# ---- design 1 ----
[src/rtl/pc_fetch_ctrl.sv]
`default_nettype none
// ============================================================================
// pc_fetch_ctrl : PC sequencer with run/halt control and branch-table redirect
// Rev 1.0
// ============================================================================
module pc_fetch_ctrl #(
    parameter int D  = 12,
    parameter int IW = 4
) (
    input  logic          clk,
    input  logic          rst_n,
    input  logic          start,
    input  logic          stall,
    input  logic          halt,
    input  logic          branch_en,
    input  logic          branch_rel,
    input  logic [IW-1:0] branch_idx,
    input  logic [D-1:0]  lut_target,
    output logic [IW-1:0] lut_addr,
    output logic [D-1:0]  pc,
    output logic          busy,
    output logic          done
);

    typedef enum logic [1:0] {
        S_IDLE   = 2'd0,
        S_RUN    = 2'd1,
        S_BRANCH = 2'd2,
        S_DONE   = 2'd3
    } state_t;

    state_t        r_state, w_state_nxt;
    logic [D-1:0]  r_pc, w_pc_nxt;
    logic [IW-1:0] r_lut_addr, w_lut_addr_nxt;
    logic          r_rel, w_rel_nxt;

    always_ff @(posedge clk or negedge rst_n) begin
        if (!rst_n) begin
            r_state    <= S_IDLE;
            r_pc       <= '0;
            r_lut_addr <= '0;
            r_rel      <= 1'b0;
        end else begin
            r_state    <= w_state_nxt;
            r_pc       <= w_pc_nxt;
            r_lut_addr <= w_lut_addr_nxt;
            r_rel      <= w_rel_nxt;
        end
    end

    always_comb begin
        w_state_nxt    = r_state;
        w_pc_nxt       = r_pc;
        w_lut_addr_nxt = r_lut_addr;
        w_rel_nxt      = r_rel;
        case (r_state)
            S_IDLE, S_DONE: begin
                if (start) begin
                    w_pc_nxt    = '0;
                    w_state_nxt = S_RUN;
                end
            end
            S_RUN: begin
                if (stall) begin
                    w_state_nxt = r_state;
                end else if (halt) begin
                    w_state_nxt = S_DONE;
                end else if (branch_en) begin
                    w_lut_addr_nxt = branch_idx;
                    w_rel_nxt      = branch_rel;
                    w_state_nxt    = S_BRANCH;
                end else begin
                    w_pc_nxt = r_pc + 1'b1;
                end
            end
            S_BRANCH: begin
                // r_pc still holds the branch instruction's address here
                if (!stall) begin
                    w_pc_nxt    = r_rel ? (r_pc + lut_target) : lut_target;
                    w_state_nxt = S_RUN;
                end
            end
            default: w_state_nxt = S_IDLE;
        endcase
    end

    assign pc       = r_pc;
    assign lut_addr = r_lut_addr;
    assign busy     = (r_state == S_RUN) || (r_state == S_BRANCH);
    assign done     = (r_state == S_DONE);

endmodule
`default_nettype wire

[config.mk]
export PLATFORM = sky130hd
export DESIGN_NAME = pc_fetch_ctrl
export DESIGN_NICKNAME = d
export VERILOG_FILES = /design/src/rtl/pc_fetch_ctrl.sv
export SDC_FILE = /design/constraint.sdc
export NUM_CORES = 1
export LEC_CHECK = 0
export CAP_MARGIN = 20
export CORE_ASPECT_RATIO = 1.25
export CORE_UTILIZATION = 51
export DETAILED_ROUTE_END_ITERATION = 10
export PLACE_DENSITY = 0.81
export SLEW_MARGIN = 5
export SYNTH_ARGS = -nofsm -noshare
export SYNTH_HDL_FRONTEND = slang
export SYNTH_SLANG_ARGS = --single-unit
[constraint.sdc]
create_clock -name clk -period 2.5 [get_ports clk]
set_input_delay 0.25 -clock clk [delete_from_list [all_inputs] [get_ports clk]]
set_output_delay 0.25 -clock clk [all_outputs]
set_load 0.02 [all_outputs]
# ---- design 2 ----
File: src/rtl/fizzbuzz_pkg.sv
`default_nettype none
// ============================================================================
//  Module      : fizzbuzz_pkg
//  Description : Shared token kind, token record and flag classifier for the
//                fizzbuzz token stream.
//  Revision    : 1.0 - initial release
// ============================================================================
package fizzbuzz_pkg;

  // Token kinds emitted to the sink
  typedef enum logic [1:0] {
    NUM      = 2'd0,
    FIZZ     = 2'd1,
    BUZZ     = 2'd2,
    FIZZBUZZ = 2'd3
  } kind_t;

  // Widest index a token record can carry
  localparam int unsigned TOKEN_VAL_W = 16;

  // Token record: kind plus counter index
  typedef struct packed {
    kind_t                  kind;
    logic [TOKEN_VAL_W-1:0] value;
  } token_t;

  // Priority classification. fizzbuzz wins even when fizz/buzz disagree.
  function automatic kind_t classify(input logic i_fizz,
                                     input logic i_buzz,
                                     input logic i_fizzbuzz);
    kind_t k;
    k = NUM;
    if (i_fizzbuzz)  k = FIZZBUZZ;
    else if (i_fizz) k = FIZZ;
    else if (i_buzz) k = BUZZ;
    return k;
  endfunction

endpackage : fizzbuzz_pkg
`default_nettype wire

File: src/rtl/fizzbuzz_fifo.sv
`default_nettype none
// ============================================================================
//  Module      : fizzbuzz_fifo
//  Description : Circular-buffer FIFO with wrap-bit pointers. The head entry
//                is presented combinationally and reads as zero when empty.
//                The caller guarantees no push while full without a pop and
//                no pop while empty.
//  Revision    : 1.0 - initial release
// ============================================================================
module fizzbuzz_fifo #(
  parameter  int unsigned WIDTH = 8,
  parameter  int unsigned DEPTH = 4,
  localparam int unsigned AW    = $clog2(DEPTH)
) (
  input  logic             clk,
  input  logic             resetn,
  input  logic             i_push,
  input  logic             i_pop,
  input  logic [WIDTH-1:0] i_wr_data,
  output logic [WIDTH-1:0] o_rd_data,
  output logic             o_full,
  output logic             o_empty,
  output logic [AW:0]      o_level
);

  logic [WIDTH-1:0] r_mem [DEPTH];
  logic [AW:0]      r_wr_ptr;
  logic [AW:0]      r_rd_ptr;
  logic [AW-1:0]    w_wr_addr;
  logic [AW-1:0]    w_rd_addr;

  assign w_wr_addr = r_wr_ptr[AW-1:0];
  assign w_rd_addr = r_rd_ptr[AW-1:0];

  // Equal pointers mean empty; same address with opposite wrap bits means full
  assign o_empty   = (r_wr_ptr == r_rd_ptr);
  assign o_full    = (w_wr_addr == w_rd_addr) && (r_wr_ptr[AW] != r_rd_ptr[AW]);
  assign o_level   = r_wr_ptr - r_rd_ptr;
  assign o_rd_data = o_empty ? '0 : r_mem[w_rd_addr];

  // Pointer advance; both may move in the same cycle
  always_ff @(posedge clk or negedge resetn) begin
    if (!resetn) begin
      r_wr_ptr <= '0;
      r_rd_ptr <= '0;
    end else begin
      if (i_push) r_wr_ptr <= r_wr_ptr + 1'b1;
      if (i_pop)  r_rd_ptr <= r_rd_ptr + 1'b1;
    end
  end

  // Storage write; contents need no reset because empty output is forced to zero
  always_ff @(posedge clk) begin
    if (i_push) r_mem[w_wr_addr] <= i_wr_data;
  end

endmodule : fizzbuzz_fifo
`default_nettype wire

File: src/rtl/fizzbuzz_token_stream.sv
`default_nettype none
// ============================================================================
//  Module      : fizzbuzz_token_stream
//  Description : Classifies fizz/buzz/fizzbuzz flags into tokens tagged with
//                the counter index and buffers them for a valid/ready sink.
//                Tokens offered while the buffer is full (and not popping)
//                are dropped and flagged through the sticky overflow output.
//                Optional build macro FIZZBUZZ_DROP_CNT_EN enables a
//                saturating 16-bit dropped-token counter on drop_cnt;
//                without it drop_cnt is tied to zero.
//  Revision    : 1.0 - initial release
// ============================================================================
module fizzbuzz_token_stream
  import fizzbuzz_pkg::*;
#(
  parameter  int unsigned MAX_CYCLES = 100,
  parameter  int unsigned DEPTH      = 4,
  localparam int unsigned VAL_W      = $clog2(MAX_CYCLES),
  localparam int unsigned LVL_W      = $clog2(DEPTH + 1)
) (
  input  logic             clk,
  input  logic             resetn,
  input  logic             in_valid,
  input  logic             fizz,
  input  logic             buzz,
  input  logic             fizzbuzz,
  output logic             out_valid,
  input  logic             out_ready,
  output logic [1:0]       out_kind,
  output logic [VAL_W-1:0] out_value,
  output logic [LVL_W-1:0] level,
  output logic             overflow,
  output logic [15:0]      drop_cnt
);

  localparam int unsigned TOK_W = 2 + VAL_W;
  localparam logic [VAL_W-1:0] c_IDX_LAST = VAL_W'(MAX_CYCLES - 1);

  logic [VAL_W-1:0] r_idx;
  logic             r_overflow;
  kind_t            w_kind;
  logic [TOK_W-1:0] w_wr_data;
  logic [TOK_W-1:0] w_rd_data;
  logic             w_full;
  logic             w_empty;
  logic             w_pop;
  logic             w_push;
  logic             w_drop;

  assign w_kind    = classify(fizz, buzz, fizzbuzz);
  assign w_wr_data = {w_kind, r_idx};

  // A full buffer still accepts a token when the head leaves in the same cycle
  assign w_pop  = ~w_empty & out_ready;
  assign w_push = in_valid & (~w_full | w_pop);
  assign w_drop = in_valid & w_full & ~w_pop;

  // Index follows every offered token, dropped or not, so tags stay aligned
  always_ff @(posedge clk or negedge resetn) begin
    if (!resetn) begin
      r_idx <= '0;
    end else if (!in_valid) begin
      r_idx <= '0;
    end else if (r_idx == c_IDX_LAST) begin
      r_idx <= '0;
    end else begin
      r_idx <= r_idx + 1'b1;
    end
  end

  // Sticky overflow, cleared only by reset
  always_ff @(posedge clk or negedge resetn) begin
    if (!resetn)     r_overflow <= 1'b0;
    else if (w_drop) r_overflow <= 1'b1;
  end

`ifdef FIZZBUZZ_DROP_CNT_EN
  logic [15:0] r_drop_cnt;

  // Saturating count of discarded tokens
  always_ff @(posedge clk or negedge resetn) begin
    if (!resetn)                              r_drop_cnt <= '0;
    else if (w_drop && (r_drop_cnt != 16'hFFFF)) r_drop_cnt <= r_drop_cnt + 16'd1;
  end

  assign drop_cnt = r_drop_cnt;
`else
  assign drop_cnt = 16'd0;
`endif

  fizzbuzz_fifo #(
    .WIDTH (TOK_W),
    .DEPTH (DEPTH)
  ) u_fifo (
    .clk       (clk),
    .resetn    (resetn),
    .i_push    (w_push),
    .i_pop     (w_pop),
    .i_wr_data (w_wr_data),
    .o_rd_data (w_rd_data),
    .o_full    (w_full),
    .o_empty   (w_empty),
    .o_level   (level)
  );

  assign out_valid = ~w_empty;
  assign out_kind  = w_rd_data[TOK_W-1 -: 2];
  assign out_value = w_rd_data[VAL_W-1:0];
  assign overflow  = r_overflow;

endmodule : fizzbuzz_token_stream
`default_nettype wire
File: config.mk
export PLATFORM = sky130hd
export DESIGN_NAME = fizzbuzz_token_stream
export DESIGN_NICKNAME = d
export VERILOG_FILES = /design/src/rtl/fizzbuzz_pkg.sv /design/src/rtl/fizzbuzz_fifo.sv /design/src/rtl/fizzbuzz_token_stream.sv
export SDC_FILE = /design/constraint.sdc
export NUM_CORES = 1
export LEC_CHECK = 0
export ABC_AREA = 1
export ABC_CLOCK_PERIOD_IN_PS = 4800
export CORE_AREA = 2 2 85 87
export DETAILED_ROUTE_END_ITERATION = 10
export DIE_AREA = 0 0 87 89
export SETUP_SLACK_MARGIN = 0.1
export SYNTH_ARGS = -nofsm -noshare
export SYNTH_HDL_FRONTEND = slang
export SYNTH_HIERARCHICAL = 1
export SYNTH_SLANG_ARGS = --single-unit
File: constraint.sdc
create_clock -name clk -period 4.8 [get_ports clk]
set_clock_uncertainty 0.2 [all_clocks]
set_input_delay 0.48 -clock clk [delete_from_list [all_inputs] [get_ports clk]]
set_output_delay 0.48 -clock clk [all_outputs]
set_load 0.01 [all_outputs]
# ---- design 3 ----
[config.mk]
export PLATFORM = sky130hd
export DESIGN_NAME = ls_mem_ctrl
export DESIGN_NICKNAME = d
export VERILOG_FILES = /design/src/rtl/ls_mem_ctrl.sv
export SDC_FILE = /design/constraint.sdc
export NUM_CORES = 1
export LEC_CHECK = 0
export CAP_MARGIN = 20
export CORE_ASPECT_RATIO = 1.5
export CORE_MARGIN = 2
export CORE_UTILIZATION = 55
export CTS_CLUSTER_SIZE = 12
export DETAILED_ROUTE_END_ITERATION = 10
export DONT_BUFFER_PORTS = 1
export PLACE_DENSITY_LB_ADDON = 0.1
export SLEW_MARGIN = 40
export SYNTH_ARGS = -nofsm -noshare
export SYNTH_HDL_FRONTEND = slang
export SYNTH_SLANG_ARGS = --single-unit
[constraint.sdc]
create_clock -name clk -period 5.3 [get_ports clk]
set_input_delay 1.59 -clock clk [delete_from_list [all_inputs] [get_ports clk]]
set_output_delay 1.59 -clock clk [all_outputs]
set_load 0.02 [all_outputs]
[src/rtl/ls_mem_ctrl.sv]
// ls_mem_ctrl: byte-serial load/store controller bridging a word-wide LSU port to a byte-wide RAM
module ls_mem_ctrl #(
    parameter int ADDR_W = 32,
    parameter int DATA_W = 32
) (
    input  logic              clk,
    input  logic              rst,
    input  logic              dataEn,
    input  logic              LSRW,
    input  logic [ADDR_W-1:0] dataAddr,
    input  logic [1:0]        LSlen,
    input  logic [DATA_W-1:0] Sdata,
    output logic              LOutEn,
    output logic [DATA_W-1:0] Ldata,
    output logic              LSfree,
    input  logic [7:0]        mem_din,
    output logic [7:0]        mem_dout,
    output logic [ADDR_W-1:0] mem_a,
    output logic              mem_wr
);
    typedef enum logic [1:0] {IDLE, READ, WRITE} state_t;
    state_t            r_state, w_state;
    logic [ADDR_W-1:0] r_addr, w_addr, r_mem_a, w_mem_a;
    logic [1:0]        r_len, w_len, r_k, w_k, w_kn;
    logic [DATA_W-1:0] r_sdata, w_sdata, r_ldata, w_ldata;
    logic [7:0]        r_dout, w_dout;
    logic              r_outen, w_outen, r_free, w_free, r_wr, w_wr, w_last;
    always_ff @(posedge clk) begin
        if (rst) begin
            r_state <= IDLE;
            r_addr  <= '0;
            r_len   <= '0;
            r_sdata <= '0;
            r_k     <= '0;
            r_ldata <= '0;
            r_outen <= 1'b0;
            r_free  <= 1'b1;
            r_mem_a <= '0;
            r_dout  <= '0;
            r_wr    <= 1'b0;
        end else begin
            r_state <= w_state;
            r_addr  <= w_addr;
            r_len   <= w_len;
            r_sdata <= w_sdata;
            r_k     <= w_k;
            r_ldata <= w_ldata;
            r_outen <= w_outen;
            r_free  <= w_free;
            r_mem_a <= w_mem_a;
            r_dout  <= w_dout;
            r_wr    <= w_wr;
        end
    end
    always_comb begin
        w_state = r_state;
        w_addr  = r_addr;
        w_len   = r_len;
        w_sdata = r_sdata;
        w_k     = r_k;
        w_ldata = r_ldata;
        w_outen = 1'b0;
        w_free  = r_free;
        w_mem_a = r_mem_a;
        w_dout  = r_dout;
        w_wr    = 1'b0;
        w_kn    = r_k + 2'd1;
        w_last  = (r_k == r_len);
        case (r_state)
            IDLE: begin
                w_free  = 1'b1;
                w_mem_a = '0;
                w_dout  = '0;
                if (dataEn) begin
                    w_addr  = dataAddr;
                    w_len   = LSlen;
                    w_sdata = Sdata;
                    w_k     = '0;
                    w_ldata = '0;
                    w_free  = 1'b0;
                    w_mem_a = dataAddr;
                    w_wr    = LSRW;
                    w_dout  = LSRW ? Sdata[7:0] : 8'h00;
                    w_state = LSRW ? WRITE : READ;
                end
            end
            READ: begin
                // RAM data for the address presented this cycle lands in byte slot k
                w_ldata[{r_k, 3'b000} +: 8] = mem_din;
                if (w_last) begin
                    w_state = IDLE;
                    w_outen = 1'b1;
                    w_free  = 1'b1;
                    w_mem_a = '0;
                end else begin
                    w_k     = w_kn;
                    w_mem_a = r_addr + ADDR_W'(w_kn);
                end
            end
            WRITE: begin
                if (w_last) begin
                    w_state = IDLE;
                    w_outen = 1'b1;
                    w_free  = 1'b1;
                    w_mem_a = '0;
                    w_dout  = '0;
                end else begin
                    w_k     = w_kn;
                    w_mem_a = r_addr + ADDR_W'(w_kn);
                    w_dout  = r_sdata[{w_kn, 3'b000} +: 8];
                    w_wr    = 1'b1;
                end
            end
            default: w_state = IDLE;
        endcase
    end
    assign LOutEn   = r_outen;
    assign Ldata    = r_ldata;
    assign LSfree   = r_free;
    assign mem_a    = r_mem_a;
    assign mem_dout = r_dout;
    assign mem_wr   = r_wr;
endmodule
# ---- design 4 ----
`config.mk`:
```
export PLATFORM = sky130hd
export DESIGN_NAME = add_serial_seq
export DESIGN_NICKNAME = d
export VERILOG_FILES = /design/src/rtl/add_serial_pkg.sv /design/src/rtl/add_serial_fifo.sv /design/src/rtl/add_serial_seq.sv
export SDC_FILE = /design/constraint.sdc
export NUM_CORES = 1
export LEC_CHECK = 0
export CORE_ASPECT_RATIO = 0.9
export CORE_UTILIZATION = 48
export CTS_CLUSTER_SIZE = 12
export DETAILED_ROUTE_END_ITERATION = 16
export GPL_TIMING_DRIVEN = 0
export PLACE_DENSITY_LB_ADDON = 0.2
export SLEW_MARGIN = 0
export SYNTH_ARGS = -nofsm -noshare
export SYNTH_HDL_FRONTEND = slang
export SYNTH_SLANG_ARGS = --single-unit
```
`constraint.sdc`:
```
create_clock -name clk -period 6.3 [get_ports clk]
set_input_delay 1.89 -clock clk [delete_from_list [all_inputs] [get_ports clk]]
set_output_delay 1.89 -clock clk [all_outputs]
set_load 0.02 [all_outputs]
```
`src/rtl/add_serial_pkg.sv`:
```
// Shared defaults and FSM state encoding for the serial-adder sequencer.
package add_serial_pkg;

  localparam int unsigned WIDTH_DEF   = 8;
  localparam int unsigned LATENCY_DEF = 10;
  localparam int unsigned DEPTH_DEF   = 4;

  typedef enum logic [2:0] {
    S_IDLE = 3'd0,
    S_LOAD = 3'd1,
    S_WAIT = 3'd2,
    S_DONE = 3'd3,
    S_GAP  = 3'd4
  } seq_state_t;

endpackage

```
`src/rtl/add_serial_fifo.sv`:
```
// Synchronous FIFO of packed {a,b} operand pairs with full/empty flags.
module add_serial_fifo #(
  parameter int unsigned DW    = 16,
  parameter int unsigned DEPTH = 4
) (
  input  logic          clk,
  input  logic          rst,
  input  logic          push,
  input  logic [DW-1:0] wdata,
  input  logic          pop,
  output logic [DW-1:0] rdata,
  output logic          full,
  output logic          empty
);

  localparam int unsigned AW = $clog2(DEPTH);
  localparam int unsigned CW = AW + 1;

  logic [DW-1:0] mem [DEPTH];
  logic [AW-1:0] wr_ptr;
  logic [AW-1:0] rd_ptr;
  logic [CW-1:0] count;
  logic          do_push;
  logic          do_pop;

  // A pop frees the slot the simultaneous push lands in, so full does not block it.
  assign do_pop  = pop && !empty;
  assign do_push = push && (!full || do_pop);

  assign full  = (count == CW'(DEPTH));
  assign empty = (count == CW'(0));
  assign rdata = mem[rd_ptr];

  always_ff @(posedge clk) begin
    if (do_push) mem[wr_ptr] <= wdata;
  end

  always_ff @(posedge clk) begin
    if (rst) begin
      wr_ptr <= '0;
      rd_ptr <= '0;
      count  <= '0;
    end else begin
      if (do_push) wr_ptr <= wr_ptr + AW'(1);
      if (do_pop)  rd_ptr <= rd_ptr + AW'(1);
      case ({do_push, do_pop})
        2'b10:   count <= count + CW'(1);
        2'b01:   count <= count - CW'(1);
        default: count <= count;
      endcase
    end
  end

endmodule

```
`src/rtl/add_serial_seq.sv`:
```
// Sequencer for the serial adder: buffers operand pairs, pulses the adder, times its latency
// and returns sums. Define ADD_SERIAL_SEQ_CHECK_EN to add the chk_err/chk_pulse sum checker.
module add_serial_seq
  import add_serial_pkg::*;
#(
  parameter int unsigned WIDTH   = WIDTH_DEF,
  parameter int unsigned LATENCY = LATENCY_DEF,
  parameter int unsigned DEPTH   = DEPTH_DEF
) (
  input  logic             clk,
  input  logic             rst,
  input  logic             op_valid,
  output logic             op_ready,
  input  logic [WIDTH-1:0] op_a,
  input  logic [WIDTH-1:0] op_b,
  output logic             add_en,
  output logic [WIDTH-1:0] add_a,
  output logic [WIDTH-1:0] add_b,
  input  logic [WIDTH-1:0] add_out,
  output logic             res_valid,
  input  logic             res_ready,
  output logic [WIDTH-1:0] res_sum,
  output logic             busy
`ifdef ADD_SERIAL_SEQ_CHECK_EN
  ,
  output logic             chk_err,
  output logic             chk_pulse
`endif
);

  localparam int unsigned CW = $clog2(LATENCY + 1);

  seq_state_t         state;
  logic [CW-1:0]      wait_cnt;
  logic [2*WIDTH-1:0] fifo_rdata;
  logic               fifo_full;
  logic               fifo_empty;
  logic               push;
  logic               pop;
  logic               capture;
  logic [WIDTH-1:0]   head_a;
  logic [WIDTH-1:0]   head_b;

  assign push     = op_valid && !fifo_full;
  assign pop      = (state == S_IDLE) && !fifo_empty;
  assign op_ready = !fifo_full;
  assign busy     = (state != S_IDLE) || !fifo_empty;
  assign {head_a, head_b} = fifo_rdata;

  // The final WAIT cycle is the one whose decrement reaches zero.
  assign capture = (state == S_WAIT) && (wait_cnt <= CW'(1));

  add_serial_fifo #(
    .DW    (2 * WIDTH),
    .DEPTH (DEPTH)
  ) u_fifo (
    .clk   (clk),
    .rst   (rst),
    .push  (push),
    .wdata ({op_a, op_b}),
    .pop   (pop),
    .rdata (fifo_rdata),
    .full  (fifo_full),
    .empty (fifo_empty)
  );

  always_ff @(posedge clk) begin
    if (rst) begin
      state     <= S_IDLE;
      wait_cnt  <= '0;
      add_en    <= 1'b0;
      add_a     <= '0;
      add_b     <= '0;
      res_valid <= 1'b0;
      res_sum   <= '0;
    end else begin
      add_en <= 1'b0;
      case (state)
        S_IDLE: begin
          if (pop) begin
            add_a  <= head_a;
            add_b  <= head_b;
            add_en <= 1'b1;
            state  <= S_LOAD;
          end
        end
        S_LOAD: begin
          wait_cnt <= CW'(LATENCY - 1);
          state    <= S_WAIT;
        end
        S_WAIT: begin
          wait_cnt <= wait_cnt - CW'(1);
          if (capture) begin
            res_sum   <= add_out;
            res_valid <= 1'b1;
            state     <= S_DONE;
          end
        end
        S_DONE: begin
          if (res_ready) begin
            res_valid <= 1'b0;
            state     <= S_GAP;
          end
        end
        S_GAP:   state <= S_IDLE;
        default: state <= S_IDLE;
      endcase
    end
  end

`ifdef ADD_SERIAL_SEQ_CHECK_EN
  logic [WIDTH-1:0] exp_sum;

  // Reference sum taken at pop, compared against the adder at capture.
  always_ff @(posedge clk) begin
    if (rst) begin
      exp_sum   <= '0;
      chk_err   <= 1'b0;
      chk_pulse <= 1'b0;
    end else begin
      chk_pulse <= 1'b0;
      if (pop) exp_sum <= head_a + head_b;
      if (capture && (add_out != exp_sum)) begin
        chk_err   <= 1'b1;
        chk_pulse <= 1'b1;
      end
    end
  end
`endif

endmodule
```

==> screenshots <==
Nets reached from selected ports.
panel A
Scale: 4 px per µm.
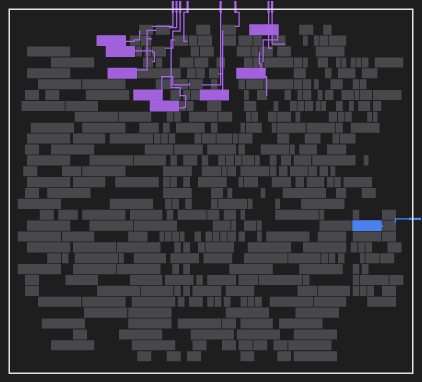
panel B
Scale: 6 px per µm.
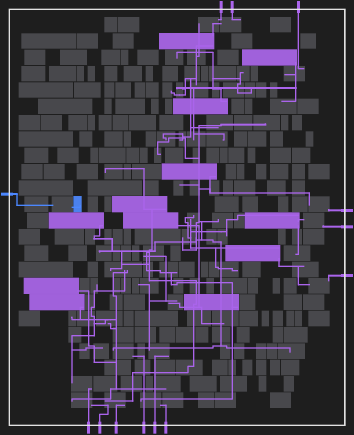
panel C
Scale: 3 px per µm.
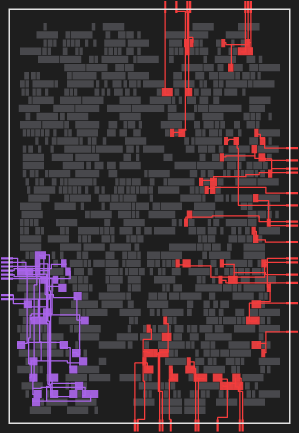
panel D
Scale: 6 px per µm.
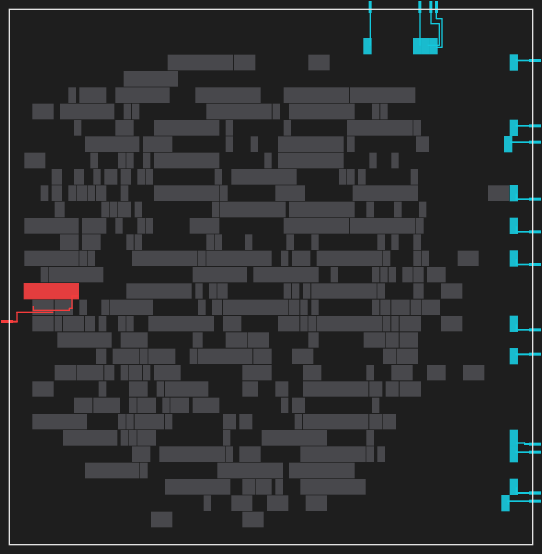
panel D -> design 2
panel A -> design 4
panel C -> design 3
panel B -> design 1

Figure 1. Logic cells by family (design 3).
Scale: 3 px per µm.
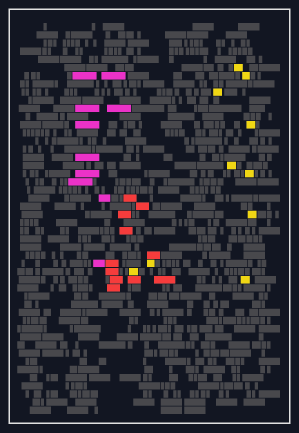
| color | family | cells | most used |
|---|---|---|---|
| red | adder and majority cells | 11 | ha_1 |
| magenta | multiplexers | 10 | mux4_2 |
| yellow | AND-OR and OR-AND gates | 10 | o31a_1 |
final std cells w/o fill: 920
share of cell area taken by multi-input logic gates: 46.8%

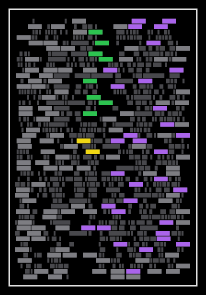
Figure 2: design 3, sequential cells colored by netlist name.
Scale: 2 px per µm. Other sequential cells in the stronger gray, the rest of the logic in the fainter gray.
| color | name in the netlist | sequential cells |
|---|---|---|
| purple | r_addr | 32 |
| green | mem_dout | 8 |
| yellow | r_state | 2 |
sequential cell area in the final layout: 2900 µm²
Flop+latch power: 1.23 mW

==> out/notes.md, design 3 <==
Synthesis
• per-instance average area after synthesis: 8.22 µm²
• top cell type by instance count after synthesis: sky130_fd_sc_hd__nand2_1
• top cell types by occurrence after synthesis: sky130_fd_sc_hd__nand2_1 (160), sky130_fd_sc_hd__dfxtp_1 (145), sky130_fd_sc_hd__a21oi_1 (98), sky130_fd_sc_hd__nor2_1 (65), sky130_fd_sc_hd__clkbuf_1 (49)
• number of cells in the yosys synthesis report: 795
• Multiplexer share: 3.10%

Critical path
• Worst Reg-to-Reg Cells: 9
• type of the setup path with the least slack: flip-flop to flip-flop
• crit path capture: mem_a[20]$_SDFFE_PP0P_
• maximum cell stage delay along the critical path: 0.80 ns
• CP Depth: 9
• category of cells accounting for the largest share of critical-path delay: adder cells
• signal arrival time at the worst endpoint: 4.26 ns
• crit path max fanout: 18

Clocking
• buffers inserted by post-CTS timing repair: 0
• later-pin clock latency in the skew report: 0.41 ns
• deepest level of the CTS H-tree: 4

Timing
• Max transition margin: 44.3%
• final hold violation count: 0
• top achievable clock speed: 254 MHz
• Final setup viols: 0

Floorplan
• core area: 11,500 µm²
• horizontal extent of the die: 93.0 µm
• Rows: 48

Detailed routing
• Detailed Routing Iterations Pass 1: 5
• Detail Route met2 WL: 8710 µm
• met3 wirelength from detailed routing: 1390 µm
• post-route antenna net violation count: 0
• count of unresolved DRC violations after routing: 0

Placement
• worst slack at placement: 1.32 ns
• cell count after placement: 889

Layout
• layout net count: 847
• buffers outside the clock class: 4
• Logic Gate Count: 567
• Layout fillers: 1,047
• largest contributor to cell area by class: multi-input combinational cells

Run status
• result of the run: completed

Min path
• worst min-delay path class: flip-flop to flip-flop
• destination of the worst hold path: r_sdata[3]$_SDFFE_PP0P_

Power
• combinational share of power: 8.8%
• maximum ir drop on the vdd rail: 216 µV
• part of the total power dissipated in the clock network: 44.5%
• design internal power: 1.94 mW

Global routing
• met2 track demand over resource in global routing: 45.9%
• GRT busiest layer: met2

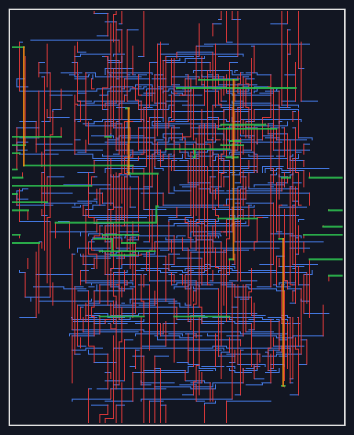
Figure 3: design 1, routed metal, one color a layer.
Scale: 6 px per µm.
| color | layer | wire length |
|---|---|---|
| blue | metal 1 | 2,170 µm |
| red | metal 2 | 2,410 µm |
| green | metal 3 | 227 µm |
| orange | metal 4 | 85.0 µm |
combined global-route utilization of all metal layers: 27.1%
post-detailed-routing wire length: 4880 µm
total number of vias: 1,858

==> out/notes.md, design 1 <==
Synthesis
• Post-Syn Instances: 213
• floorplan net count: 252
• count of library flops with an enable pin: 0
• top cell types by occurrence after synthesis: sky130_fd_sc_hd__nand2_1 (24), sky130_fd_sc_hd__dfrtp_1 (19), sky130_fd_sc_hd__ha_1 (15), sky130_fd_sc_hd__o21ai_0 (15), sky130_fd_sc_hd__nor2_1 (14)
• Synth Area in Simple Gates: 23.6%

Critical path
• signal arrival time at the worst endpoint: 2.43 ns
• WP data required: 2.65 ns
• Reg-to-Reg Start: r_state[0]$_DFFE_PN0P_

Timing
• setup TNS after final layout: 0 ns

Floorplan
• Rows: 24

Min path
• worst min-delay path class: primary input to async pin

Global routing
• met2 track demand over resource in global routing: 46.5%
• largest net degree at the start of global routing: 20

Layout
• tally of clock buffers in the finished layout: 3
• final design utilization: 68.4%

Detailed routing
• count of unresolved DRC violations after routing: 0
• average wire per standard cell: 16.3 µm

Placement
• worst slack at placement: -0.0223 ns
• cell count after placement: 296

Run status
• result of the run: completed

Clocking
• Post-CTS Hold Fix Bufs: 0

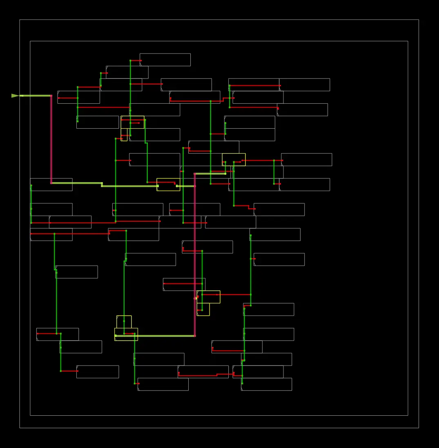
Figure 4: design 2, clock routing.
tally of clock buffers in the finished layout: 5
Inserted Clock Buffers: 5
later-pin clock latency in the skew report: 0.30 ns
Clk. pwr: 247 µW

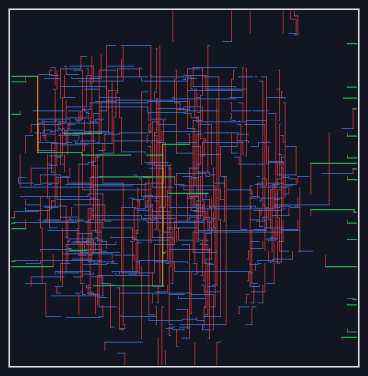
Figure 5: design 2, routed metal, one color a layer.
Scale: 4 px per µm.
| color | layer | wire length |
|---|---|---|
| blue | metal 1 | 1,950 µm |
| orange | metal 4 | 54.4 µm |
| red | metal 2 | 2,720 µm |
| green | metal 3 | 181 µm |
combined global-route utilization of all metal layers: 13.8%
average wire per standard cell: 13.7 µm
total number of vias: 1,607
post-detailed-routing wire length: 4910 µm

==> out/notes.md, design 2 <==
Detailed routing
• count of unresolved DRC violations after routing: 0
• met1 wire length: 1950 µm
• DRT iter0 DRCs: 76

Power
• Final Power: 1.78 mW
• P per Cell Area: 615 nW/µm²

Run status
• result of the run: completed

Critical path
• Reg-to-Reg Start: u_fifo/r_rd_ptr[0]$_DFFE_PN0P_
• type of the setup path with the least slack: flip-flop to primary output
• CP Depth: 5

Placement
• worst slack at placement: 1.60 ns
• cell count after placement: 350

Floorplan
• boundary pin count: 37

Timing
• Max transition margin: 42.1%

Synthesis
• top cell type by instance count after synthesis: sky130_fd_sc_hd__inv_1
• Synth Area in Compound Gates: 4.74%

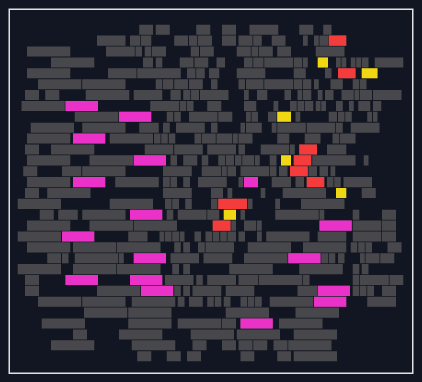
Figure 6: design 4, logic cells by family.
Scale: 4 px per µm.
| color | family | cells | most used |
|---|---|---|---|
| yellow | AND-OR and OR-AND gates | 6 | a21o_1 |
| magenta | multiplexers | 17 | mux4_2 |
| red | adder and majority cells | 8 | ha_1 |
most numerous logic cell after layout: sky130_fd_sc_hd__edfxtp_1
final std cells w/o fill: 493

==> out/notes.md, design 4 <==
Clocking
• sinks on the clock net: 104
• buffers inserted by post-CTS timing repair: 0

Global routing
• GRT busiest layer: met2
• met2 track demand over resource in global routing: 31.7%
• number of global-route vias before repair: 2,700
• global-route wire length before repair: 13,500 µm

Layout
• largest contributor to cell area by class: registers
• share of cell area taken by multi-input logic gates: 25.9%
• layout net count: 409
• Logic Gate Count: 170

Placement
• # port buffers: 54

Synthesis
• most frequently used flop master after synthesis: sky130_fd_sc_hd__edfxtp_1
• Synth Register Bits: 104

Detailed routing
• DRT iter0 DRCs: 96

Critical path
• Worst Setup Start Kind: flip-flop

Run status
• result of the run: completed

Timing
• Tightest Pin Transition: 0.884 ns
• minimum period implied by the final worst setup slack: 4.22 ns
• final hold slack: 0.479 ns

Power
• design internal power: 1.44 mW
• maximum ir drop on the vdd rail: 218 µV

Min path
• destination of the worst hold path: add_b[4]$_SDFFE_PP0P_

Floorplan
• core area: 8260 µm²


# ---- design 5 ----
Figure 7. Logic cells by family (design 5).
Scale: 4 px per µm.
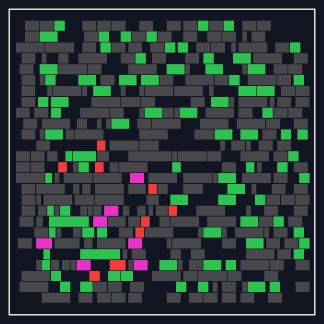

$ cat config.mk
export PLATFORM = sky130hd
export DESIGN_NAME = rf_write_arbiter
export DESIGN_NICKNAME = d
export VERILOG_FILES = /design/src/rtl/rf_write_arbiter.sv
export SDC_FILE = /design/constraint.sdc
export NUM_CORES = 1
export LEC_CHECK = 0
export CORE_UTILIZATION = 43
export CTS_CLUSTER_SIZE = 12
export DETAILED_ROUTE_END_ITERATION = 7
export PLACE_DENSITY_LB_ADDON = 0.1
export SYNTH_ARGS = -nofsm -noshare
export SYNTH_HDL_FRONTEND = slang
export SYNTH_SLANG_ARGS = --single-unit
$ cat constraint.sdc
create_clock -name clk -period 3.36 [get_ports clk]
set_input_delay 0.504 -clock clk [delete_from_list [all_inputs] [get_ports clk]]
set_output_delay 0.504 -clock clk [all_outputs]
set_load 0.05 [all_outputs]
$ cat src/rtl/rf_write_arbiter.sv
// Two-requester register file write arbiter with round-robin grant
// and an optional post-reset sweep that zeroes all 32 registers.
module rf_write_arbiter #(
    parameter bit INIT_CLEAR = 1'b1,
    parameter bit ZERO_R0    = 1'b1
) (
    input  logic        clk,
    input  logic        rst_n,
    input  logic        req0_valid,
    input  logic [4:0]  req0_dst,
    input  logic [31:0] req0_data,
    output logic        req0_ready,
    input  logic        req1_valid,
    input  logic [4:0]  req1_dst,
    input  logic [31:0] req1_data,
    output logic        req1_ready,
    output logic [4:0]  Rdst,
    output logic [31:0] RY,
    output logic        RF_WRITE,
    output logic        init_busy,
    output logic        grant_last
);

    typedef enum logic {
        INIT = 1'b0,
        RUN  = 1'b1
    } state_t;

    state_t      state;
    state_t      state_nx;
    logic [4:0]  cnt;
    logic [4:0]  cnt_d;
    logic        swept;
    logic        swept_d;
    logic        ptr;
    logic        ptr_d;
    logic        sweep_end;
    logic        gnt0;
    logic        gnt1;
    logic        both;
    logic [4:0]  sel_dst;
    logic [31:0] sel_data;
    logic        we_d;
    logic [4:0]  dst_d;
    logic [31:0] data_d;
    logic        gl_d;
    logic        busy_d;

    // swept marks that index 31 has already been issued, so the
    // following edge leaves INIT instead of starting a second sweep
    assign sweep_end = !INIT_CLEAR || swept;
    assign both      = req0_valid && req1_valid;

    assign gnt0 = (state == RUN) && req0_valid && (!req1_valid || !ptr);
    assign gnt1 = (state == RUN) && req1_valid && (!req0_valid || ptr);

    assign req0_ready = gnt0;
    assign req1_ready = gnt1;

    always_comb begin
        sel_dst  = 5'd0;
        sel_data = 32'd0;
        unique case (1'b1)
            gnt0:    begin sel_dst = req0_dst; sel_data = req0_data; end
            gnt1:    begin sel_dst = req1_dst; sel_data = req1_data; end
            default: begin sel_dst = 5'd0;     sel_data = 32'd0;     end
        endcase
    end

    always_ff @(posedge clk) begin
        if (!rst_n) state <= INIT;
        else        state <= state_nx;
    end

    always_comb begin
        state_nx = state;
        unique case (state)
            INIT:    if (sweep_end) state_nx = RUN;
            RUN:     state_nx = RUN;
            default: state_nx = INIT;
        endcase
    end

    always_comb begin
        we_d    = 1'b0;
        dst_d   = Rdst;
        data_d  = RY;
        gl_d    = grant_last;
        ptr_d   = ptr;
        cnt_d   = cnt;
        swept_d = swept;
        busy_d  = INIT_CLEAR && (state_nx == INIT);
        unique case (state)
            INIT: begin
                if (!sweep_end) begin
                    we_d   = 1'b1;
                    dst_d  = cnt;
                    data_d = 32'd0;
                    if (cnt == 5'd31) swept_d = 1'b1;
                    else              cnt_d   = cnt + 5'd1;
                end
            end
            RUN: begin
                if (gnt0 || gnt1) begin
                    gl_d = gnt1;
                    // contested grant hands priority to the loser
                    if (both) ptr_d = gnt0;
                    if (!(ZERO_R0 && sel_dst == 5'd0)) begin
                        we_d   = 1'b1;
                        dst_d  = sel_dst;
                        data_d = sel_data;
                    end
                end
            end
            default: ;
        endcase
    end

    always_ff @(posedge clk) begin
        if (!rst_n) begin
            cnt        <= 5'd0;
            swept      <= 1'b0;
            ptr        <= 1'b0;
            RF_WRITE   <= 1'b0;
            Rdst       <= 5'd0;
            RY         <= 32'd0;
            grant_last <= 1'b0;
            init_busy  <= INIT_CLEAR;
        end else begin
            cnt        <= cnt_d;
            swept      <= swept_d;
            ptr        <= ptr_d;
            RF_WRITE   <= we_d;
            Rdst       <= dst_d;
            RY         <= data_d;
            grant_last <= gl_d;
            init_busy  <= busy_d;
        end
    end

endmodule

# ---- design 6 ----
==> config.mk <==
export PLATFORM = sky130hd
export DESIGN_NAME = vga_timing_ctrl
export DESIGN_NICKNAME = d
export VERILOG_FILES = /design/src/rtl/vga_timing_pkg.sv /design/src/rtl/vga_delay_line.sv /design/src/rtl/vga_timing_ctrl.sv
export SDC_FILE = /design/constraint.sdc
export NUM_CORES = 1
export LEC_CHECK = 0
export ABC_AREA = 1
export CELL_PAD_IN_SITES_DETAIL_PLACEMENT = 1
export CELL_PAD_IN_SITES_GLOBAL_PLACEMENT = 2
export CORE_MARGIN = 3
export CORE_UTILIZATION = 26
export DETAILED_ROUTE_END_ITERATION = 10
export PLACE_DENSITY = 0.83
export SKIP_CTS_REPAIR_TIMING = 1
export SYNTH_ARGS = -nofsm -noshare
export SYNTH_HDL_FRONTEND = slang
export SYNTH_SLANG_ARGS = --single-unit
==> constraint.sdc <==
create_clock -name clk25 -period 1.48 [get_ports clk25]
set_clock_uncertainty 0.1 [all_clocks]
set_input_delay 0.148 -clock clk25 [delete_from_list [all_inputs] [get_ports clk25]]
set_output_delay 0.148 -clock clk25 [all_outputs]
set_load 0.02 [all_outputs]
==> src/rtl/vga_timing_pkg.sv <==
// vga_timing_pkg
// Shared timing constants and helpers for the VGA raster generator.
//   - 640x480@60 default line/frame geometry (visible, porch, sync)
//   - calcTotal: derives H_TOTAL / V_TOTAL from the four region widths
//   - inSyncRegion: tells whether a counter value lies inside the sync pulse
//   - pipe_bundle_t: the per-pixel bundle carried through the output delay line
package vga_timing_pkg;

    localparam int H_VISIBLE_DEF = 640;
    localparam int H_FP_DEF      = 16;
    localparam int H_SYNC_DEF    = 96;
    localparam int H_BP_DEF      = 48;

    localparam int V_VISIBLE_DEF = 480;
    localparam int V_FP_DEF      = 10;
    localparam int V_SYNC_DEF    = 2;
    localparam int V_BP_DEF      = 33;

    // One pixel's worth of decoded timing plus the game colour for that pixel.
    typedef struct packed {
        logic       visible;
        logic       hs;
        logic       vs;
        logic       fs;
        logic [2:0] red;
        logic [2:0] green;
        logic [1:0] blue;
    } pipe_bundle_t;

    localparam int BUNDLE_W = $bits(pipe_bundle_t);

    function automatic int calcTotal(input int visible, input int fp, input int sync, input int bp);
        return visible + fp + sync + bp;
    endfunction

    // The sync pulse sits directly after the front porch.
    function automatic logic inSyncRegion(input int pos, input int visible, input int fp, input int sync);
        return (pos >= visible + fp) && (pos < visible + fp + sync);
    endfunction

endpackage

==> src/rtl/vga_delay_line.sv <==
// vga_delay_line
// Plain register chain of configurable width and depth with an asynchronous
// active-low clear. The output is the last stage, so data emerges exactly
// DEPTH clocks after it is presented.
//   i_clk    : clock
//   i_resetN : asynchronous clear, active low
//   i_data   : WIDTH-bit input word
//   o_data   : WIDTH-bit word delayed by DEPTH clocks
module vga_delay_line #(
    parameter int WIDTH = 12,
    parameter int DEPTH = 1
) (
    input  logic             i_clk,
    input  logic             i_resetN,
    input  logic [WIDTH-1:0] i_data,
    output logic [WIDTH-1:0] o_data
);

    logic [WIDTH-1:0] r_stage [DEPTH];

    // Shift every stage one step per clock; clear all stages together on reset
    // so nothing stale can leak out after reset is released.
    always_ff @(posedge i_clk or negedge i_resetN) begin
        if (!i_resetN) begin
            for (int i = 0; i < DEPTH; i++) begin
                r_stage[i] <= '0;
            end
        end else begin
            r_stage[0] <= i_data;
            for (int i = 1; i < DEPTH; i++) begin
                r_stage[i] <= r_stage[i-1];
            end
        end
    end

    assign o_data = r_stage[DEPTH-1];

endmodule

==> src/rtl/vga_timing_ctrl.sv <==
// vga_timing_ctrl
// Raster timing generator for a VGA monitor driven from the pixel clock.
// xpos/ypos are free-running raw counters (including blanking) that feed the
// game block; its combinational colour comes back and travels with the decoded
// sync/blank flags through PIPE_DELAY register stages (legal 1..4) so colour and
// sync reach the connector aligned.
//   clk25       : pixel clock
//   reset       : asynchronous reset, active low
//   red_in/green_in/blue_in : game colour for the current xpos/ypos
//   xpos, ypos  : undelayed pixel counters
//   hsync/vsync : delayed sync, polarity set by SYNC_ACTIVE
//   red/green/blue : delayed colour, forced to 0 outside the visible area
//   frame_start : one-cycle pulse when pixel (0,0) is at the output
//   frame_count : frames since reset, wraps at 16 bits
module vga_timing_ctrl
    import vga_timing_pkg::*;
#(
    parameter int H_VISIBLE   = H_VISIBLE_DEF,
    parameter int H_FP        = H_FP_DEF,
    parameter int H_SYNC      = H_SYNC_DEF,
    parameter int H_BP        = H_BP_DEF,
    parameter int V_VISIBLE   = V_VISIBLE_DEF,
    parameter int V_FP        = V_FP_DEF,
    parameter int V_SYNC      = V_SYNC_DEF,
    parameter int V_BP        = V_BP_DEF,
    parameter bit SYNC_ACTIVE = 1'b0,
    parameter int PIPE_DELAY  = 1
) (
    input  logic        clk25,
    input  logic        reset,
    input  logic [2:0]  red_in,
    input  logic [2:0]  green_in,
    input  logic [1:0]  blue_in,
    output logic [9:0]  xpos,
    output logic [9:0]  ypos,
    output logic        hsync,
    output logic        vsync,
    output logic [2:0]  red,
    output logic [2:0]  green,
    output logic [1:0]  blue,
    output logic        frame_start,
    output logic [15:0] frame_count
);

    localparam int H_TOTAL = calcTotal(H_VISIBLE, H_FP, H_SYNC, H_BP);
    localparam int V_TOTAL = calcTotal(V_VISIBLE, V_FP, V_SYNC, V_BP);

    logic [9:0]   r_xpos;
    logic [9:0]   r_ypos;
    logic [15:0]  r_frameCount;
    pipe_bundle_t w_stage0;
    pipe_bundle_t w_delayed;

    // Raster counters. The line and frame wrap happen on the same edge, so
    // (H_TOTAL-1, V_TOTAL-1) goes straight to (0,0).
    always_ff @(posedge clk25 or negedge reset) begin
        if (!reset) begin
            r_xpos <= '0;
            r_ypos <= '0;
        end else if (r_xpos == 10'(H_TOTAL - 1)) begin
            r_xpos <= '0;
            if (r_ypos == 10'(V_TOTAL - 1)) begin
                r_ypos <= '0;
            end else begin
                r_ypos <= r_ypos + 10'd1;
            end
        end else begin
            r_xpos <= r_xpos + 10'd1;
        end
    end

    // Stage-0 decode: timing flags for the pixel currently on the counters,
    // bundled with the colour the game is returning for that same pixel.
    always_comb begin
        w_stage0         = '0;
        w_stage0.visible = (int'(r_xpos) < H_VISIBLE) && (int'(r_ypos) < V_VISIBLE);
        w_stage0.hs      = inSyncRegion(int'(r_xpos), H_VISIBLE, H_FP, H_SYNC);
        w_stage0.vs      = inSyncRegion(int'(r_ypos), V_VISIBLE, V_FP, V_SYNC);
        w_stage0.fs      = (r_xpos == '0) && (r_ypos == '0);
        w_stage0.red     = red_in;
        w_stage0.green   = green_in;
        w_stage0.blue    = blue_in;
    end

    vga_delay_line #(
        .WIDTH (BUNDLE_W),
        .DEPTH (PIPE_DELAY)
    ) u_delayLine (
        .i_clk    (clk25),
        .i_resetN (reset),
        .i_data   (w_stage0),
        .o_data   (w_delayed)
    );

    // Counts the frame once the frame_start cycle has been presented, so the
    // value seen alongside frame_start is the count of earlier frames.
    always_ff @(posedge clk25 or negedge reset) begin
        if (!reset) begin
            r_frameCount <= '0;
        end else if (w_delayed.fs) begin
            r_frameCount <= r_frameCount + 16'd1;
        end
    end

    // Output stage is combinational on the last pipeline register: a cleared
    // pipeline therefore yields blank colour and inactive sync immediately on reset.
    assign red         = w_delayed.visible ? w_delayed.red   : 3'd0;
    assign green       = w_delayed.visible ? w_delayed.green : 3'd0;
    assign blue        = w_delayed.visible ? w_delayed.blue  : 2'd0;
    assign hsync       = w_delayed.hs ? SYNC_ACTIVE : ~SYNC_ACTIVE;
    assign vsync       = w_delayed.vs ? SYNC_ACTIVE : ~SYNC_ACTIVE;
    assign frame_start = w_delayed.fs;
    assign frame_count = r_frameCount;
    assign xpos        = r_xpos;
    assign ypos        = r_ypos;

endmodule

Figure 8. Nets reached from selected ports (design 5).
Scale: 6 px per µm.
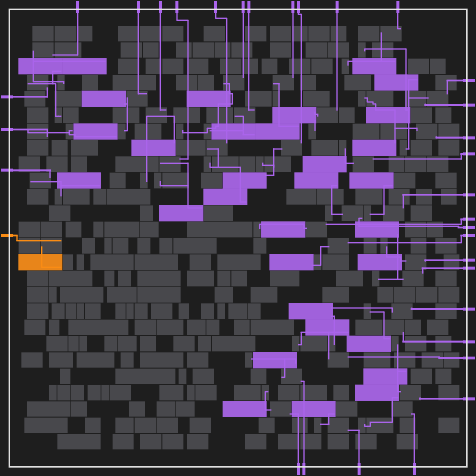
| color | port | bits | direction | edge | end cells | buffers | wire |
|---|---|---|---|---|---|---|---|
| purple | RY | 32 | output | 14 east, 11 north, 4 south, 3 west | 32 | 32 | 788 µm |
| orange | init_busy | 1 | output | west | 1 | 1 | 15.5 µm |
boundary pin count: 120
# port buffers: 119

About Figure 7:
| color | family | cells | most used |
|---|---|---|---|
| green | inverting AOI/OAI gates | 82 | a22oi_1 |
| red | AND and OR gates | 9 | and2_1 |
| magenta | multiplexers | 7 | mux2i_1 |
final std cells w/o fill: 412
share of cell area taken by multi-input logic gates: 34.0%

==> out/notes.md, design 5 <==
Timing
• final hold slack: 0.476 ns
• min setup slack post-route: 0.911 ns
• RSZ-0062 raised after global routing: no
• Max transition margin: 56.1%
• final hold violation count: 0
• Final setup viols: 0

Power
• Flop+latch power: 580 µW
• leakage component of the power: 1.12 nW
• group with the largest share of power: sequential cells
• combinational logic power: 141 µW

Synthesis
• Synth Register Bits: 48
• dominant combinational cell family by area after synthesis: AND-OR/OR-AND gates
• YS chip area: 2360 µm²
• area share of the leading cell type in the synthesized netlist: 40.8%
• count of library flops with an enable pin: 0
• Synth Area in Simple Gates: 12.5%
• most frequently used flop master after synthesis: sky130_fd_sc_hd__dfxtp_1
• Post-Synthesis Cell Area: 2360 µm²
• Synth Area in Compound Gates: 34.5%
• Post-Synth Adder-Cell Area: 1.06%
• xor/xnor share of the synthesized area: 1.49%

Clocking
• buffers inserted by post-CTS timing repair: 0
• clock transition at the registers of the reported paths: 0.09 ns

Run
• number of maximum-capacitance constraint violations: 0
• tool warnings: 26

Floorplan
• core area: 5200 µm²

Critical path
• crit path capture: RY[25]$_SDFFE_PN0P_
• maximum cell stage delay along the critical path: 0.58 ns
• Critical path buffers and inverters: 1
• Worst R2R End: cnt[3]$_SDFFE_PN0P_

Layout
• final design utilization: 70.5%
• combinational cell area excluding buffers and inverters: 1250 µm²
• layout net count: 421
• Biggest register: RY

Run status
• result of the run: completed

Global routing
• met2 track demand over resource in global routing: 35.7%
• global routing usage on met3: 5.87%

Min path
• destination of the worst hold path: RY[30]$_SDFFE_PN0P_

Detailed routing
• count of unresolved DRC violations after routing: 0
• met3 wirelength from detailed routing: 426 µm
• total number of vias: 2,209

Placement
• DPL Wire Length: 4560 µm

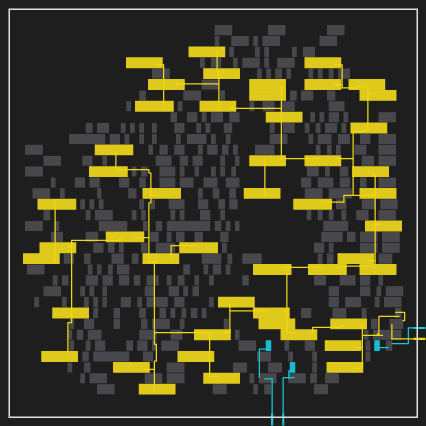
Figure 9: design 6, nets reached from selected ports.
Scale: 4 px per µm.
| color | port | bits | direction | edge | end cells | buffers | wire |
|---|---|---|---|---|---|---|---|
| cyan | green | 3 | output | 2 south, 1 east | 3 | 3 | 48.0 µm |
| yellow | reset | 1 | input | east | 48 | 3 | 474 µm |
# port buffers: 56
boundary pin count: 57

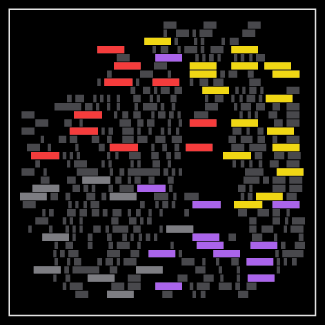
Figure 10: design 6, sequential cells colored by netlist name.
Scale: 3 px per µm. Other sequential cells in the stronger gray, the rest of the logic in the fainter gray.
| color | name in the netlist | sequential cells |
|---|---|---|
| red | xpos | 10 |
| purple | u_delayLine.o_data | 12 |
| yellow | frame_count | 16 |
not colored: 10
Seq area share: 33.0%
Flop+latch power: 1.32 mW
final design utilization: 41.8%
sequential cell area in the final layout: 1210 µm²

==> out/notes.md, design 6 <==
Detailed routing
• met3 wirelength from detailed routing: 225 µm
• Detail Route met2 WL: 3470 µm
• top layer in use: met4
• via density per instance: 4.35

Power
• combinational logic power: 95.8 µW
• Clk. pwr: 978 µW
• P per Cell Area: 652 nW/µm²
• group with the largest share of power: sequential cells

Layout
• synth-to-layout area growth: 54.8%
• total number of sequential cells: 48
• tally of clock buffers in the finished layout: 5
• final-layout non-clock buffer area share: 26.4%

Critical path
• most frequent cell on the critical path: sky130_fd_sc_hd__nor2_4
• category of cells accounting for the largest share of critical-path delay: simple AND/OR/NAND/NOR gates
• worst reg2reg setup slack: -0.05 ns
• signal arrival time at the worst endpoint: 1.66 ns
• Worst Setup Start Kind: flip-flop
• Max stage delay cell, worst path: sky130_fd_sc_hd__dfrtp_2

Clocking
• sinks on the clock net: 48
• clock root cell: sky130_fd_sc_hd__clkbuf_8

Synthesis
• most area-hungry cell type in the Yosys netlist: sky130_fd_sc_hd__dfrtp_1
• Post-Synth Adder-Cell Area: 2.63%
• top area cells in the synthesized netlist: sky130_fd_sc_hd__dfrtp_1 (51%), sky130_fd_sc_hd__nand2_1 (9.5%), sky130_fd_sc_hd__inv_1 (7.9%)
• Unique masters post-synth: 27
• sequential area share after synthesis: 50.6%

Run status
• result of the run: complete, but fails checks
• failing checks: setup timing

Run
• tool warnings: 30

Global routing
• met2 track demand over resource in global routing: 22.9%
• GRT met1 Usage: 16.8%
• global-route wire length before repair: 10,800 µm

Timing
• post-route clock period utilization: 103%
• min setup slack post-route: -0.0455 ns
• Tightest Pin Transition: 0.275 ns
• Final setup viols: 7

Placement
• DPL Wire Length: 4850 µm
• Final GP Congestion: 0.775

Min path
• worst min-delay path class: primary input to flip-flop


==> screenshots <==
Clock routing.
Plate I
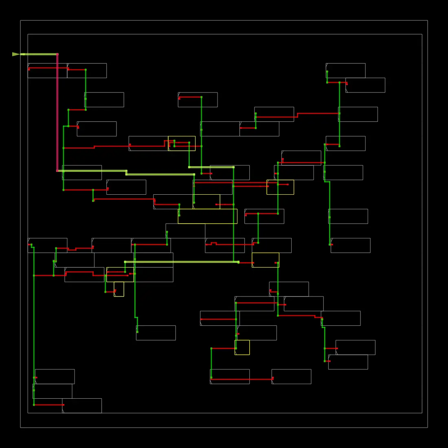
Plate II
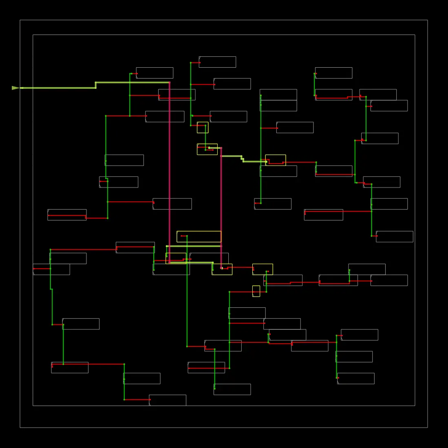
Plate II is design 6.
Plate I is design 5.



==> notes/layouts.md <==
Pictures saved along the way, in no particular order.

Routed metal, one color a layer.
(a)
Scale: 4 px per µm.
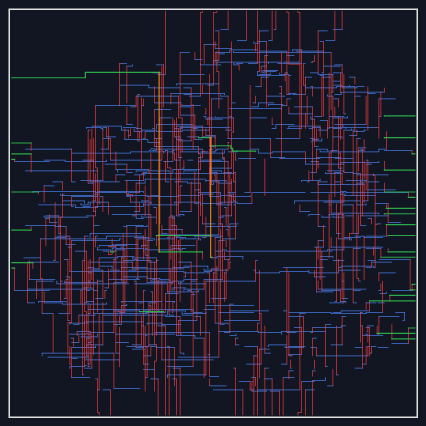
(b)
Scale: 3 px per µm.
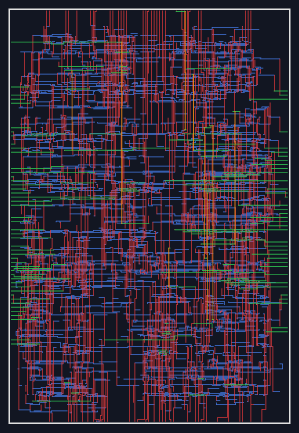
(c)
Scale: 4 px per µm.
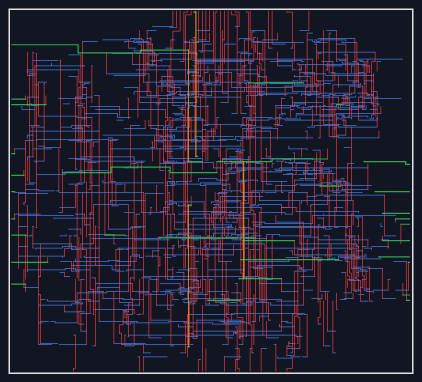
(d)
Scale: 4 px per µm.
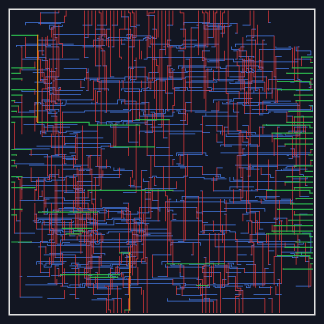
- design 3 = (b)
- design 6 = (a)
- design 4 = (c)
- design 5 = (d)

Key to (a):
| color | layer | wire length |
|---|---|---|
| green | metal 3 | 226 µm |
| blue | metal 1 | 2,910 µm |
| red | metal 2 | 3,470 µm |
| orange | metal 4 | 74.8 µm |

Power is estimated from default activity; no workload was simulated.
